=== design 1 ===
Design 1, close-up of the layout:
The bar under the picture is 10 um long. Window x 46 to 86, y 20 to 60 um. Cells in grey, sequential cells in the stronger grey; small squares are vias.
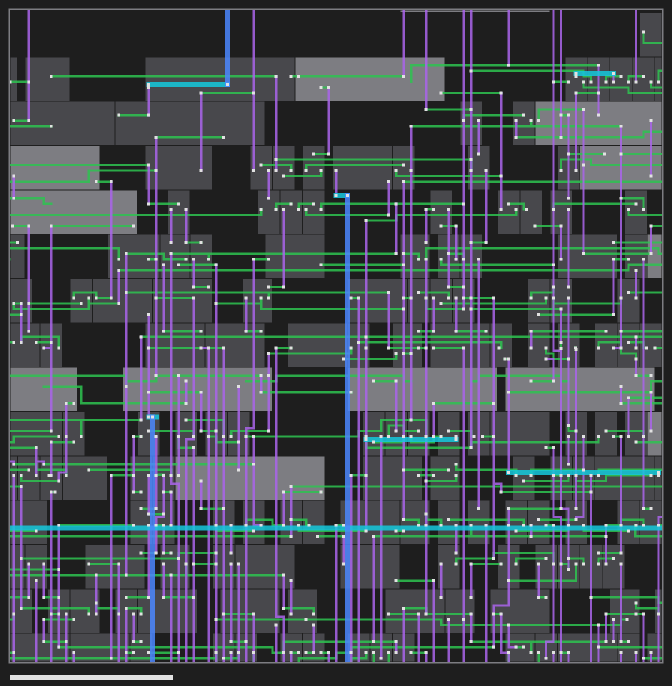

--- src/rtl/modred_arbiter.sv ---
// Round-robin front end for a shared combinational modulo-65537 unit.
// Two-stage pipeline: operand stage A feeds the unit, stage R holds results.
module modred_arbiter #(
  parameter int WIDTH = 32,
  parameter int NREQ  = 4
) (
  input  logic                  clk,
  input  logic                  rst_n,
  input  logic [NREQ-1:0]       req_valid,
  input  logic [NREQ*WIDTH-1:0] req_data,
  output logic [NREQ-1:0]       req_ready,
  output logic [WIDTH-1:0]      mod_in,
  input  logic [WIDTH-1:0]      mod_out,
  output logic                  rsp_valid,
  output logic [WIDTH-1:0]      rsp_data,
  output logic [1:0]            rsp_id,
  input  logic                  rsp_ready,
  output logic                  busy,
  output logic [15:0]           op_count
);

  logic             a_v;
  logic [WIDTH-1:0] a_data;
  logic [1:0]       a_id;
  logic             r_v;
  logic [WIDTH-1:0] r_data;
  logic [1:0]       r_id;
  logic [1:0]       last_gnt;

  logic             r_free;
  logic             a_free;
  logic             found;
  logic [1:0]       win;
  logic [1:0]       idx;
  logic [NREQ-1:0]  gnt_oh;
  logic             fire;
  logic [WIDTH-1:0] sel;

  assign r_free = !r_v | rsp_ready;
  assign a_free = !a_v | (a_v & r_free);

  // First valid requester after last_gnt, wrapping modulo 4
  always_comb begin
    found = 1'b0;
    win   = '0;
    idx   = '0;
    for (int k = 1; k <= 4; k++) begin
      idx = last_gnt + 2'(k);
      if (!found && req_valid[idx]) begin
        found = 1'b1;
        win   = idx;
      end
    end
  end

  always_comb begin
    gnt_oh = '0;
    unique case (1'b1)
      (win == 2'd0): gnt_oh[0] = 1'b1;
      (win == 2'd1): gnt_oh[1] = 1'b1;
      (win == 2'd2): gnt_oh[2] = 1'b1;
      default:       gnt_oh[3] = 1'b1;
    endcase
  end

  // rst_n gate keeps req_ready low while reset is held
  assign req_ready = (rst_n && found && a_free) ? gnt_oh : '0;
  assign fire      = |(req_valid & req_ready);
  assign sel       = req_data[int'(win)*WIDTH +: WIDTH];

  assign mod_in    = a_v ? a_data : '0;
  assign rsp_valid = r_v;
  assign rsp_data  = r_data;
  assign rsp_id    = r_id;
  assign busy      = a_v | r_v;

  always_ff @(posedge clk or negedge rst_n) begin
    if (!rst_n) begin
      a_v      <= 1'b0;
      a_data   <= '0;
      a_id     <= '0;
      r_v      <= 1'b0;
      r_data   <= '0;
      r_id     <= '0;
      last_gnt <= 2'd3;
      op_count <= '0;
    end else begin
      if (a_free) begin
        a_v <= fire;
        if (fire) begin
          a_data <= sel;
          a_id   <= win;
        end
      end
      if (fire)
        last_gnt <= win;
      if (r_free) begin
        r_v <= a_v;
        if (a_v) begin
          r_data <= mod_out;
          r_id   <= a_id;
        end
      end
      if (r_v && rsp_ready)
        op_count <= op_count + 16'd1;
    end
  end

endmodule

--- config.mk ---
export PLATFORM = sky130hd
export DESIGN_NAME = modred_arbiter
export DESIGN_NICKNAME = d
export VERILOG_FILES = /design/src/rtl/modred_arbiter.sv
export SDC_FILE = /design/constraint.sdc
export NUM_CORES = 1
export LEC_CHECK = 0
export ABC_AREA = 1
export CAP_MARGIN = 10
export CORE_MARGIN = 10
export CORE_UTILIZATION = 42
export CTS_CLUSTER_DIAMETER = 60
export DETAILED_ROUTE_END_ITERATION = 6
export PLACE_DENSITY = 0.82
export SLEW_MARGIN = 20
export SYNTH_ARGS = -nofsm -noshare
export SYNTH_HDL_FRONTEND = slang
export SYNTH_SLANG_ARGS = --single-unit
export TNS_END_PERCENT = 1
--- constraint.sdc ---
create_clock -name clk -period 2.5 [get_ports clk]
set_clock_uncertainty 0.05 [all_clocks]
set_input_delay 0.5 -clock clk [delete_from_list [all_inputs] [get_ports clk]]
set_output_delay 0.5 -clock clk [all_outputs]
set_load 0.02 [all_outputs]
=== design 2 ===
`config.mk`:
```
export PLATFORM = sky130hd
export DESIGN_NAME = mem_stage
export DESIGN_NICKNAME = d
export VERILOG_FILES = /design/src/rtl/mem_stage.sv
export SDC_FILE = /design/constraint.sdc
export NUM_CORES = 1
export LEC_CHECK = 0
export ABC_AREA = 1
export CAP_MARGIN = 20
export CORE_MARGIN = 1.5
export CORE_UTILIZATION = 46
export DETAILED_ROUTE_END_ITERATION = 16
export PLACE_DENSITY = 0.8
export RECOVER_POWER = 25
export SLEW_MARGIN = 5
export SYNTH_ARGS = -nofsm -noshare
export SYNTH_HDL_FRONTEND = slang
export SYNTH_SLANG_ARGS = --single-unit
```
`constraint.sdc`:
```
create_clock -name clk -period 2 [get_ports clk]
set_clock_uncertainty 0.15 [all_clocks]
set_input_delay 0.2 -clock clk [delete_from_list [all_inputs] [get_ports clk]]
set_output_delay 0.2 -clock clk [all_outputs]
set_load 0.005 [all_outputs]
```
`src/rtl/mem_stage.sv`:
```
`default_nettype none
// ============================================================================
//  Module   : mem_stage
//  Brief    : Pipeline memory-access stage. Performs handshaked loads/stores
//             with size/sign extension and alignment checks, resolves the
//             branch/jump redirect, and feeds the MEM/WB pipeline register.
//  Revision : 1.0  initial release
// ============================================================================
module mem_stage #(
  parameter int TIMEOUT = 16,
  parameter int ADDR_W  = 32
) (
  input  logic              clk,
  input  logic              rst_n,
  input  logic              in_valid,
  output logic              in_ready,
  input  logic              MemWr,
  input  logic              MemtoReg,
  input  logic              RegWr,
  input  logic              Branch,
  input  logic              Jump,
  input  logic              Jal,
  input  logic              Zero,
  input  logic              Loadext,
  input  logic [1:0]        Dsize,
  input  logic [1:0]        FPoint,
  input  logic [31:0]       ALUout,
  input  logic [31:0]       BusB,
  input  logic [4:0]        Rw,
  input  logic [31:0]       BranchTarget,
  output logic              dmem_req,
  output logic              dmem_we,
  output logic [ADDR_W-1:0] dmem_addr,
  output logic [3:0]        dmem_be,
  output logic [31:0]       dmem_wdata,
  input  logic [31:0]       dmem_rdata,
  input  logic              dmem_ack,
  output logic              pc_src,
  output logic [31:0]       pc_target,
  output logic              misalign,
  output logic              bus_err,
  output logic              wb_valid,
  output logic              wb_RegWr,
  output logic              wb_MemtoReg,
  output logic              wb_Jal,
  output logic [1:0]        wb_FPoint,
  output logic [4:0]        wb_Rw,
  output logic [31:0]       wb_ALUout,
  output logic [31:0]       wb_MemData
);

  localparam int CNT_W = (TIMEOUT < 2) ? 1 : $clog2(TIMEOUT + 1);

  typedef enum logic [0:0] {
    IDLE = 1'b0,
    WAIT = 1'b1
  } state_t;

  state_t           state;
  state_t           state_nx;
  logic [CNT_W-1:0] cnt;

  // Controls captured for the access in flight
  logic        cap_regwr;
  logic        cap_memtoreg;
  logic        cap_jal;
  logic        cap_loadext;
  logic [1:0]  cap_dsize;
  logic [1:0]  cap_fpoint;
  logic [4:0]  cap_rw;
  logic [31:0] cap_alu;

  logic        accept;
  logic        is_mem;
  logic        misaligned;
  logic        start_access;
  logic        retire_direct;
  logic        timed_out;
  logic        wait_done;
  logic [3:0]  be_calc;
  logic [31:0] wdata_calc;
  logic [31:0] rd_shifted;
  logic [31:0] load_ext;

  // Reserved size 2'b11 falls into the word cases everywhere below.
  assign in_ready      = (state == IDLE) & rst_n;
  assign accept        = in_valid & in_ready;
  assign is_mem        = MemWr | MemtoReg;
  assign misaligned    = is_mem & (((Dsize == 2'b01) & ALUout[0]) |
                                   (Dsize[1] == Dsize[0] & (|ALUout[1:0])));
  assign start_access  = accept & is_mem & ~misaligned;
  assign retire_direct = accept & ~start_access;
  assign timed_out     = (state == WAIT) & ~dmem_ack & (cnt == CNT_W'(TIMEOUT - 1));
  assign wait_done     = (state == WAIT) & (dmem_ack | timed_out);

  // Little-endian byte enables and lane-replicated store data
  always_comb begin
    be_calc    = 4'b1111;
    wdata_calc = BusB;
    case (Dsize)
      2'b10: begin
        be_calc    = 4'b0001 << ALUout[1:0];
        wdata_calc = {4{BusB[7:0]}};
      end
      2'b01: begin
        be_calc    = 4'b0011 << ALUout[1:0];
        wdata_calc = {2{BusB[15:0]}};
      end
      default: begin
        be_calc    = 4'b1111;
        wdata_calc = BusB;
      end
    endcase
  end

  // Select the addressed lane of read data and extend it to 32 bits
  always_comb begin
    rd_shifted = dmem_rdata >> {cap_alu[1:0], 3'b000};
    load_ext   = dmem_rdata;
    case (cap_dsize)
      2'b10:   load_ext = {{24{cap_loadext & rd_shifted[7]}}, rd_shifted[7:0]};
      2'b01:   load_ext = {{16{cap_loadext & rd_shifted[15]}}, rd_shifted[15:0]};
      default: load_ext = dmem_rdata;
    endcase
  end

  // FSM state register
  always_ff @(posedge clk or negedge rst_n) begin
    if (!rst_n) state <= IDLE;
    else        state <= state_nx;
  end

  // FSM next state: aligned memory ops wait for ack or timeout
  always_comb begin
    state_nx = state;
    case (state)
      IDLE:    if (start_access) state_nx = WAIT;
      WAIT:    if (wait_done)    state_nx = IDLE;
      default: state_nx = IDLE;
    endcase
  end

  // Timeout counter: cleared on access start, counts WAIT cycles without ack
  always_ff @(posedge clk or negedge rst_n) begin
    if (!rst_n) begin
      cnt <= '0;
    end else if (start_access || wait_done) begin
      cnt <= '0;
    end else if (state == WAIT) begin
      cnt <= cnt + CNT_W'(1);
    end
  end

  // Memory request interface and captured controls, held for the whole WAIT
  always_ff @(posedge clk or negedge rst_n) begin
    if (!rst_n) begin
      dmem_req     <= 1'b0;
      dmem_we      <= 1'b0;
      dmem_addr    <= '0;
      dmem_be      <= 4'b0000;
      dmem_wdata   <= 32'h0;
      cap_regwr    <= 1'b0;
      cap_memtoreg <= 1'b0;
      cap_jal      <= 1'b0;
      cap_loadext  <= 1'b0;
      cap_dsize    <= 2'b00;
      cap_fpoint   <= 2'b00;
      cap_rw       <= 5'd0;
      cap_alu      <= 32'h0;
    end else if (start_access) begin
      dmem_req     <= 1'b1;
      dmem_we      <= MemWr;
      dmem_addr    <= ADDR_W'({ALUout[31:2], 2'b00});
      dmem_be      <= be_calc;
      dmem_wdata   <= wdata_calc;
      cap_regwr    <= RegWr;
      cap_memtoreg <= MemtoReg;
      cap_jal      <= Jal;
      cap_loadext  <= Loadext;
      cap_dsize    <= Dsize;
      cap_fpoint   <= FPoint;
      cap_rw       <= Rw;
      cap_alu      <= ALUout;
    end else if (wait_done) begin
      dmem_req     <= 1'b0;
    end
  end

  // MEM/WB register: retire direct ops at accept, memory ops at ack/timeout
  always_ff @(posedge clk or negedge rst_n) begin
    if (!rst_n) begin
      wb_valid    <= 1'b0;
      wb_RegWr    <= 1'b0;
      wb_MemtoReg <= 1'b0;
      wb_Jal      <= 1'b0;
      wb_FPoint   <= 2'b00;
      wb_Rw       <= 5'd0;
      wb_ALUout   <= 32'h0;
      wb_MemData  <= 32'h0;
    end else begin
      wb_valid <= 1'b0;
      wb_RegWr <= 1'b0;
      if (retire_direct) begin
        wb_valid    <= 1'b1;
        wb_RegWr    <= RegWr & ~misaligned;
        wb_MemtoReg <= MemtoReg;
        wb_Jal      <= Jal;
        wb_FPoint   <= FPoint;
        wb_Rw       <= Rw;
        wb_ALUout   <= ALUout;
      end else if (wait_done) begin
        wb_valid    <= 1'b1;
        wb_RegWr    <= cap_regwr & dmem_ack;
        wb_MemtoReg <= cap_memtoreg;
        wb_Jal      <= cap_jal;
        wb_FPoint   <= cap_fpoint;
        wb_Rw       <= cap_rw;
        wb_ALUout   <= cap_alu;
        if (dmem_ack) wb_MemData <= load_ext;
      end
    end
  end

  // One-cycle status pulses: redirect, misalignment and bus timeout
  always_ff @(posedge clk or negedge rst_n) begin
    if (!rst_n) begin
      pc_src    <= 1'b0;
      pc_target <= 32'h0;
      misalign  <= 1'b0;
      bus_err   <= 1'b0;
    end else begin
      pc_src   <= accept & ((Branch & Zero) | Jump);
      misalign <= accept & misaligned;
      bus_err  <= timed_out;
      if (accept && ((Branch && Zero) || Jump)) pc_target <= BranchTarget;
    end
  end

endmodule
`default_nettype wire

```
Design 2, M2 wires:
The bar under the picture is 50 um long.
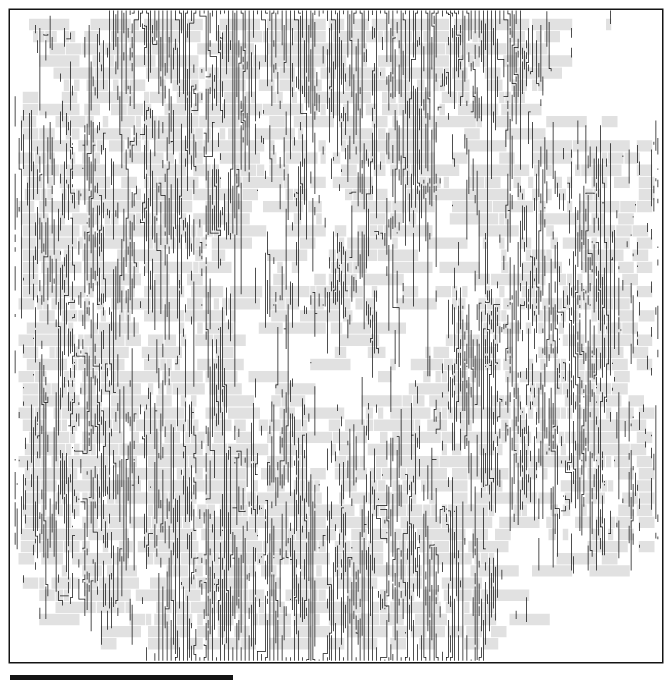
longest straight run	61.0 um
wire length on this layer	14,000 um

==> results.env, design 2 <==
SYNTHADDERAREAFRAC=0.00797
LAYOUT_SETUP_WS_NS=0.0656
RUN_STATUS='finished, final reports clean'
FINAL-HOLD-VIOLATION-COUNT=0
ROUTE.ANTENNA.REMAINING_NETS=0
ANTENNA-DIODE-COUNT=0
WORST_SETUP_HOLD_PATH_CLK_SLEW_NS=0.07
POWER.LARGEST_GROUP='combinational logic'
SYNTH_SEQUENTIAL_AREA_RATIO=0.529
YOSYS.STAT.CHIPAREA_SQ_UM=9410
CELLPOWERDENSITY_nW_PER_UM2=1450
HOLDWS_NS=0.151
POWER.SWITCHING_mW=6.92
START_KIND='register'
DR.FIRST_ITER.DRC_COUNT=545
YS_SH_SIMPLE=0.247
SYNTH-EDFF-COUNT=0
CAP_VIOLATIONS=0
FRACTION_OF_FINAL_LAYOUT_CELLS_WITH_DRIVE_STRENGTH_GREATER_THAN_1=0.0796
POST-SYNTH-TOP-AREA-CELL='sky130_fd_sc_hd__dfrtp_1'
TOTAL_POWER_mW=19.9
LAYOUT_SEQUENTIAL_CELL_COUNT=199
H-TREE-DEPTH=4
Design 1, routing congestion:
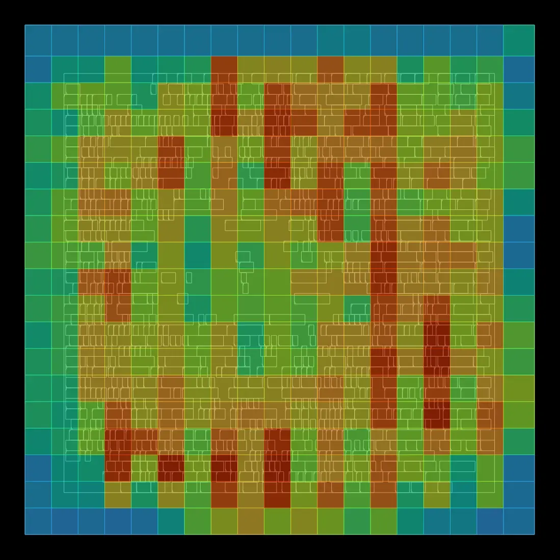
overall global routing resource usage: 0.206
Final Core Density: 0.690
met3 routing resource usage after global routing: 0.0526
routing layer with the top usage in global route: met2

## Picture notes: 'close-up of the layout' of design 1
colour	layer
cyan	met3
purple	met2
green	met1
blue	met4
sequential cells in the window	9
netlist names of flops here include	a_data (7), rsp_id (2)
cells with their middle in the window	149
most frequent	nand2_1 (87), clkdlybuf4s50_1 (25), nand3_1 (12)

==> results.env, design 1 <==
GP_CONGESTION=0.845
R2R.WORST_PATH.CELLS=13
POWER.SWITCHING_mW=5.86
CELLPOWERDENSITY_nW_PER_UM2=1420
CTS_TREE='yes'
CTS.REPAIR.RESIZED=34
REGAREA_SQ_UM=2200
SYNTH_NETS=905
PWR-SHARE-SEQ=0.205
RUN_STATUS='finished with violations'
FAILING_CHECKS='negative setup slack'
TIMING.SLEW.HEADROOM=0.507
SYNTH.YOSYS.NUM_CELLS=737
DIE_BOUNDARY_HEIGHT_UM=132
AREA.SHARE.SEQUENTIAL=0.263
WIRE_PER_INST_UM=16.2
LAYOUT_SETUP_WS_NS=-0.154
FINAL_CELL_MIX='387 x sky130_fd_sc_hd__nand2_1, 249 x sky130_fd_sc_hd__clkdlybuf4s50_1, 86 x sky130_fd_sc_hd__dfrtp_1, 62 x sky130_fd_sc_hd__nand3_1, 44 x sky130_fd_sc_hd__inv_1'
LOGIC_AREA_SQ_UM=2710
CAP_VIOLATIONS=0
SETUP_VIOL_COUNT_FINAL=5
DETAILROUTE.VIA_COUNT=5523

==> layout pictures side by side <==
Drive-strength map.
The bar under the picture is 50 um long.
shot_01.png
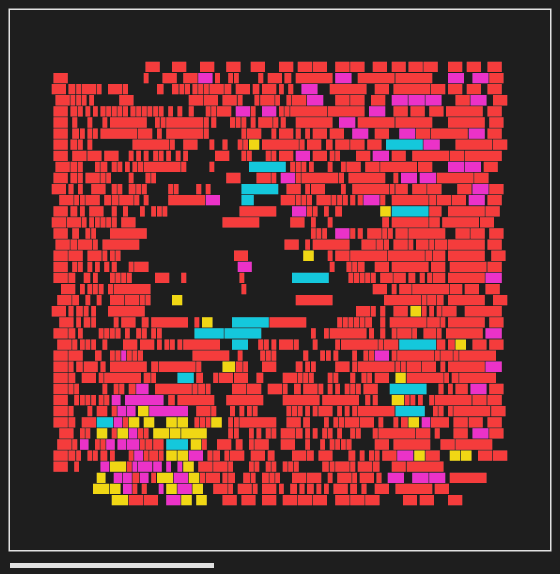
shot_02.png
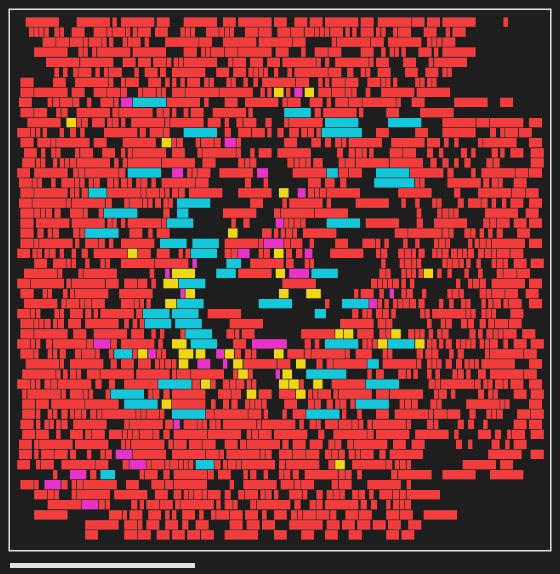
Design 1 is shot_01.png.
Design 2 is shot_02.png.
Of these, most cells: shot_02.png
Of these, largest die: shot_02.png


=== design 3 ===
Design 3, close-up of the layout:
The bar under the picture is 10 um long. Window x 25 to 65, y 7 to 47 um. Cells in grey, sequential cells in the stronger grey; small squares are vias.
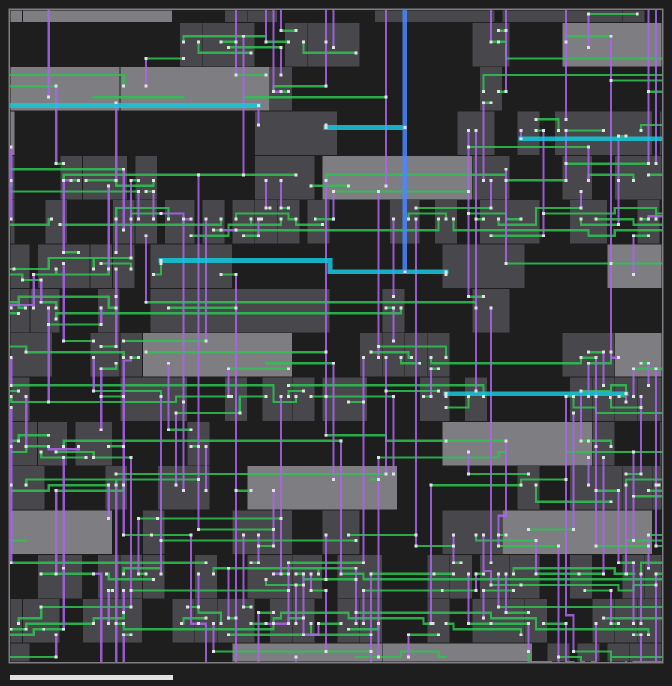
Design 3, drive-strength map:
The bar under the picture is 20 um long.
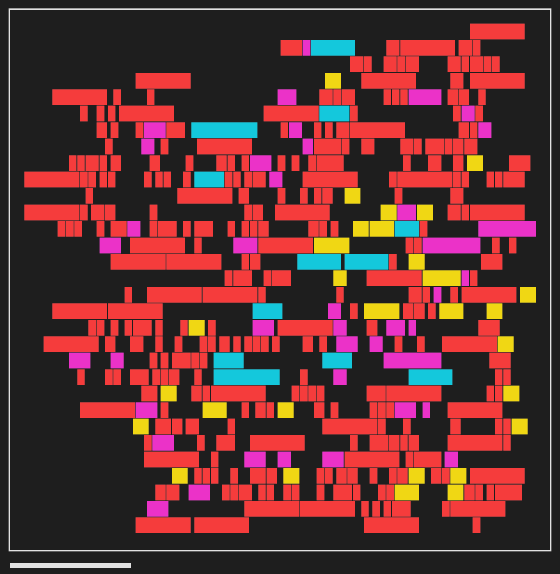
`src/rtl/warmboot_sequencer.sv`:
```
// Bootloader-to-user-image hand-off: drain flash/USB activity, optionally detach USB, then warmboot.
// Optional USB detach phase is enabled with `define WARMBOOT_DETACH_EN.
module warmboot_sequencer #(
    parameter int QUIET_CYCLES  = 64,
    parameter int DRAIN_TIMEOUT = 65535,
    parameter int DETACH_CYCLES = 480000,
    parameter int ARM_CYCLES    = 2
) (
    input  logic       clk_usb,
    input  logic       reset,
    input  logic       boot_req,
    input  logic [1:0] image_sel,
    input  logic       spi_cs,
    input  logic       usb_tx_en,
    output logic       usb_pu,
    output logic       wb_s1,
    output logic       wb_s0,
    output logic       wb_boot,
    output logic       busy
);

    localparam int PH_MAX = (DETACH_CYCLES > ARM_CYCLES) ? DETACH_CYCLES : ARM_CYCLES;
    localparam int Q_W    = (QUIET_CYCLES  > 1) ? $clog2(QUIET_CYCLES)  : 1;
    localparam int T_W    = (DRAIN_TIMEOUT > 1) ? $clog2(DRAIN_TIMEOUT) : 1;
    localparam int PH_W   = (PH_MAX        > 1) ? $clog2(PH_MAX)        : 1;

    typedef enum logic [2:0] {
        IDLE   = 3'd0,
        DRAIN  = 3'd1,
        DETACH = 3'd2,
        ARM    = 3'd3,
        FIRE   = 3'd4
    } state_t;

    state_t          state;
    state_t          state_nxt;
    logic            boot_req_d;
    logic [1:0]      img_q;
    logic [Q_W-1:0]  quiet_cnt;
    logic [T_W-1:0]  tmo_cnt;
    logic [PH_W-1:0] ph_cnt;

    logic quiet;
    logic req_edge;
    logic drain_done;

    assign quiet      = spi_cs & ~usb_tx_en;
    assign req_edge   = boot_req & ~boot_req_d;
    assign drain_done = (quiet && (quiet_cnt == Q_W'(QUIET_CYCLES - 1)))
                      || (tmo_cnt == T_W'(DRAIN_TIMEOUT - 1));

    always_comb begin
        state_nxt = state;
        case (state)
            IDLE: begin
                if (req_edge) state_nxt = DRAIN;
            end
            DRAIN: begin
                if (drain_done) begin
`ifdef WARMBOOT_DETACH_EN
                    state_nxt = DETACH;
`else
                    state_nxt = ARM;
`endif
                end
            end
            DETACH: begin
                if (ph_cnt == PH_W'(DETACH_CYCLES - 1)) state_nxt = ARM;
            end
            ARM: begin
                if (ph_cnt == PH_W'(ARM_CYCLES - 1)) state_nxt = FIRE;
            end
            FIRE: begin
                state_nxt = FIRE;
            end
            default: begin
                state_nxt = IDLE;
            end
        endcase
    end

    // Outputs are registered from the next state so they change in the same cycle as the state.
    always_ff @(posedge clk_usb or posedge reset) begin
        if (reset) begin
            state      <= IDLE;
            boot_req_d <= 1'b1;
            img_q      <= 2'b00;
            quiet_cnt  <= '0;
            tmo_cnt    <= '0;
            ph_cnt     <= '0;
            usb_pu     <= 1'b1;
            wb_boot    <= 1'b0;
            busy       <= 1'b0;
        end else begin
            state      <= state_nxt;
            boot_req_d <= boot_req;
            if (state == IDLE && req_edge) img_q <= image_sel;

            if (state_nxt != state) begin
                quiet_cnt <= '0;
                tmo_cnt   <= '0;
                ph_cnt    <= '0;
            end else if (state == DRAIN) begin
                tmo_cnt   <= tmo_cnt + 1'b1;
                quiet_cnt <= quiet ? quiet_cnt + 1'b1 : '0;
            end else if (state == DETACH || state == ARM) begin
                ph_cnt <= ph_cnt + 1'b1;
            end

`ifdef WARMBOOT_DETACH_EN
            usb_pu <= !(state_nxt == DETACH || state_nxt == ARM || state_nxt == FIRE);
`else
            usb_pu <= 1'b1;
`endif
            wb_boot <= (state_nxt == FIRE);
            busy    <= (state_nxt != IDLE);
        end
    end

    assign wb_s1 = img_q[1];
    assign wb_s0 = img_q[0];

endmodule
```
`config.mk`:
```
export PLATFORM = sky130hd
export DESIGN_NAME = warmboot_sequencer
export DESIGN_NICKNAME = d
export VERILOG_FILES = /design/src/rtl/warmboot_sequencer.sv
export SDC_FILE = /design/constraint.sdc
export NUM_CORES = 1
export LEC_CHECK = 0
export ABC_AREA = 1
export CAP_MARGIN = 10
export CORE_MARGIN = 2
export CORE_UTILIZATION = 39
export DETAILED_ROUTE_END_ITERATION = 6
export PLACE_DENSITY = 0.53
export SYNTH_ARGS = -nofsm -noshare
export SYNTH_HDL_FRONTEND = slang
export SYNTH_SLANG_ARGS = --single-unit
```
`constraint.sdc`:
```
create_clock -name clk_usb -period 2 [get_ports clk_usb]
set_clock_uncertainty 0.15 [all_clocks]
set_input_delay 0.4 -clock clk_usb [delete_from_list [all_inputs] [get_ports clk_usb]]
set_output_delay 0.4 -clock clk_usb [all_outputs]
set_load 0.05 [all_outputs]
```
==> results.env <==
RUN_STATUS='finished, final reports clean'
RR_ENDPOINT='tmo_cnt[6]'
SETUP_VIOL_COUNT_FINAL=0
PWR.GROUP.COMBINATIONAL_mW=0.0472
CLOCK_BUFFER_DEPTH=2
COMBAREAFRACTION=0.419
DETAILROUTE.WIRELENGTH.MET3_UM=172
AREA.SHARE.SEQUENTIAL=0.362
FIN_UTIL=0.475
WORST_SETUP_HOLD_PATH_CLK_SLEW_NS=0.10
CRITICAL_PATH.MAX_FANOUT=15
YOSYSUNIQUECELLTYPES=37
FINAL_DESIGN_AREA_NO_FILL_SQ_UM=3390
TIMING.CRITICAL_PATH.DEPTH=11
YOSYS-MUX-AREA-FRACTION=0
AREA_DELTA_SYNTH_FINAL_PCT=19.8
DRC=0
DIE-WIDTH_UM=89.2
Notes on 'close-up of the layout' of design 3 above:
colour	layer
blue	met4
green	met1
purple	met2
cyan	met3
netlist names of flops here include	ph_cnt (7)
cells with their middle in the window	116
most frequent	nand2_1 (24), nor2_1 (23), inv_1 (11)
sequential cells in the window	9

Notes on 'drive-strength map' of design 3 above:
colour	size	cells	share
magenta	drive 2	40	10%
red	drive 1 or less	314	79%
cyan	drive 6 and up	12	3.0%
yellow	drive 3 to 4	29	7.3%



==> gallery <==
The metal 1 layer.
picture 1
The bar under the picture is 20 um long. Supply wires on this layer in grey.
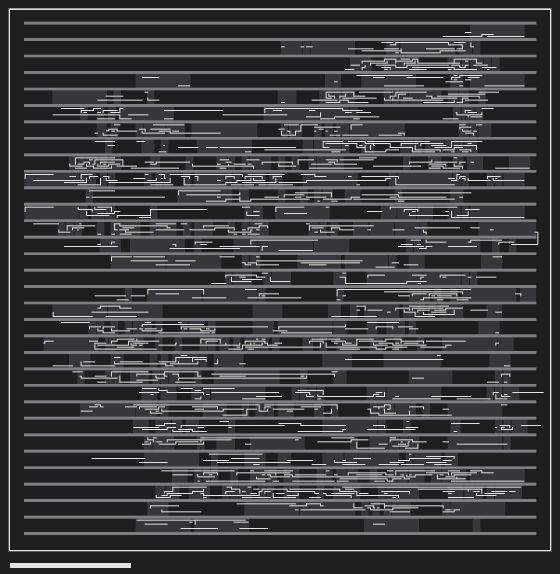
picture 2
The bar under the picture is 50 um long. Supply wires on this layer in grey.
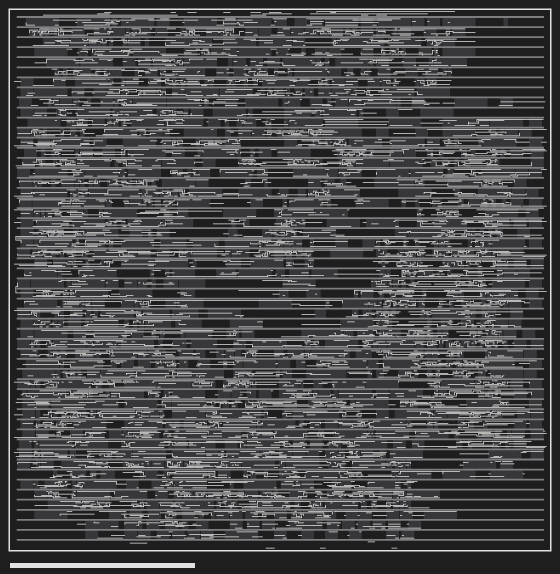
picture 3
The bar under the picture is 50 um long. Supply wires on this layer in grey.
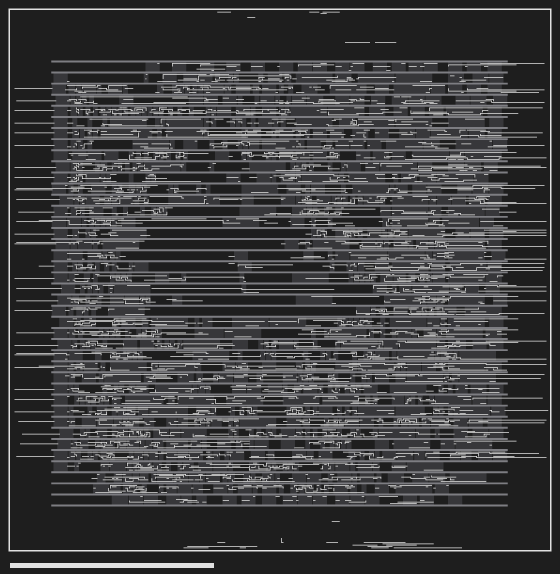
design 2 -> picture 2
design 1 -> picture 3
design 3 -> picture 1

Key to picture 1:
share of all routed wire	51%
wire length on this layer	2,980 um
main direction	horizontal
nets with wire on the layer	372

Power figures rest on the tool's default switching activity, not on a simulated workload.
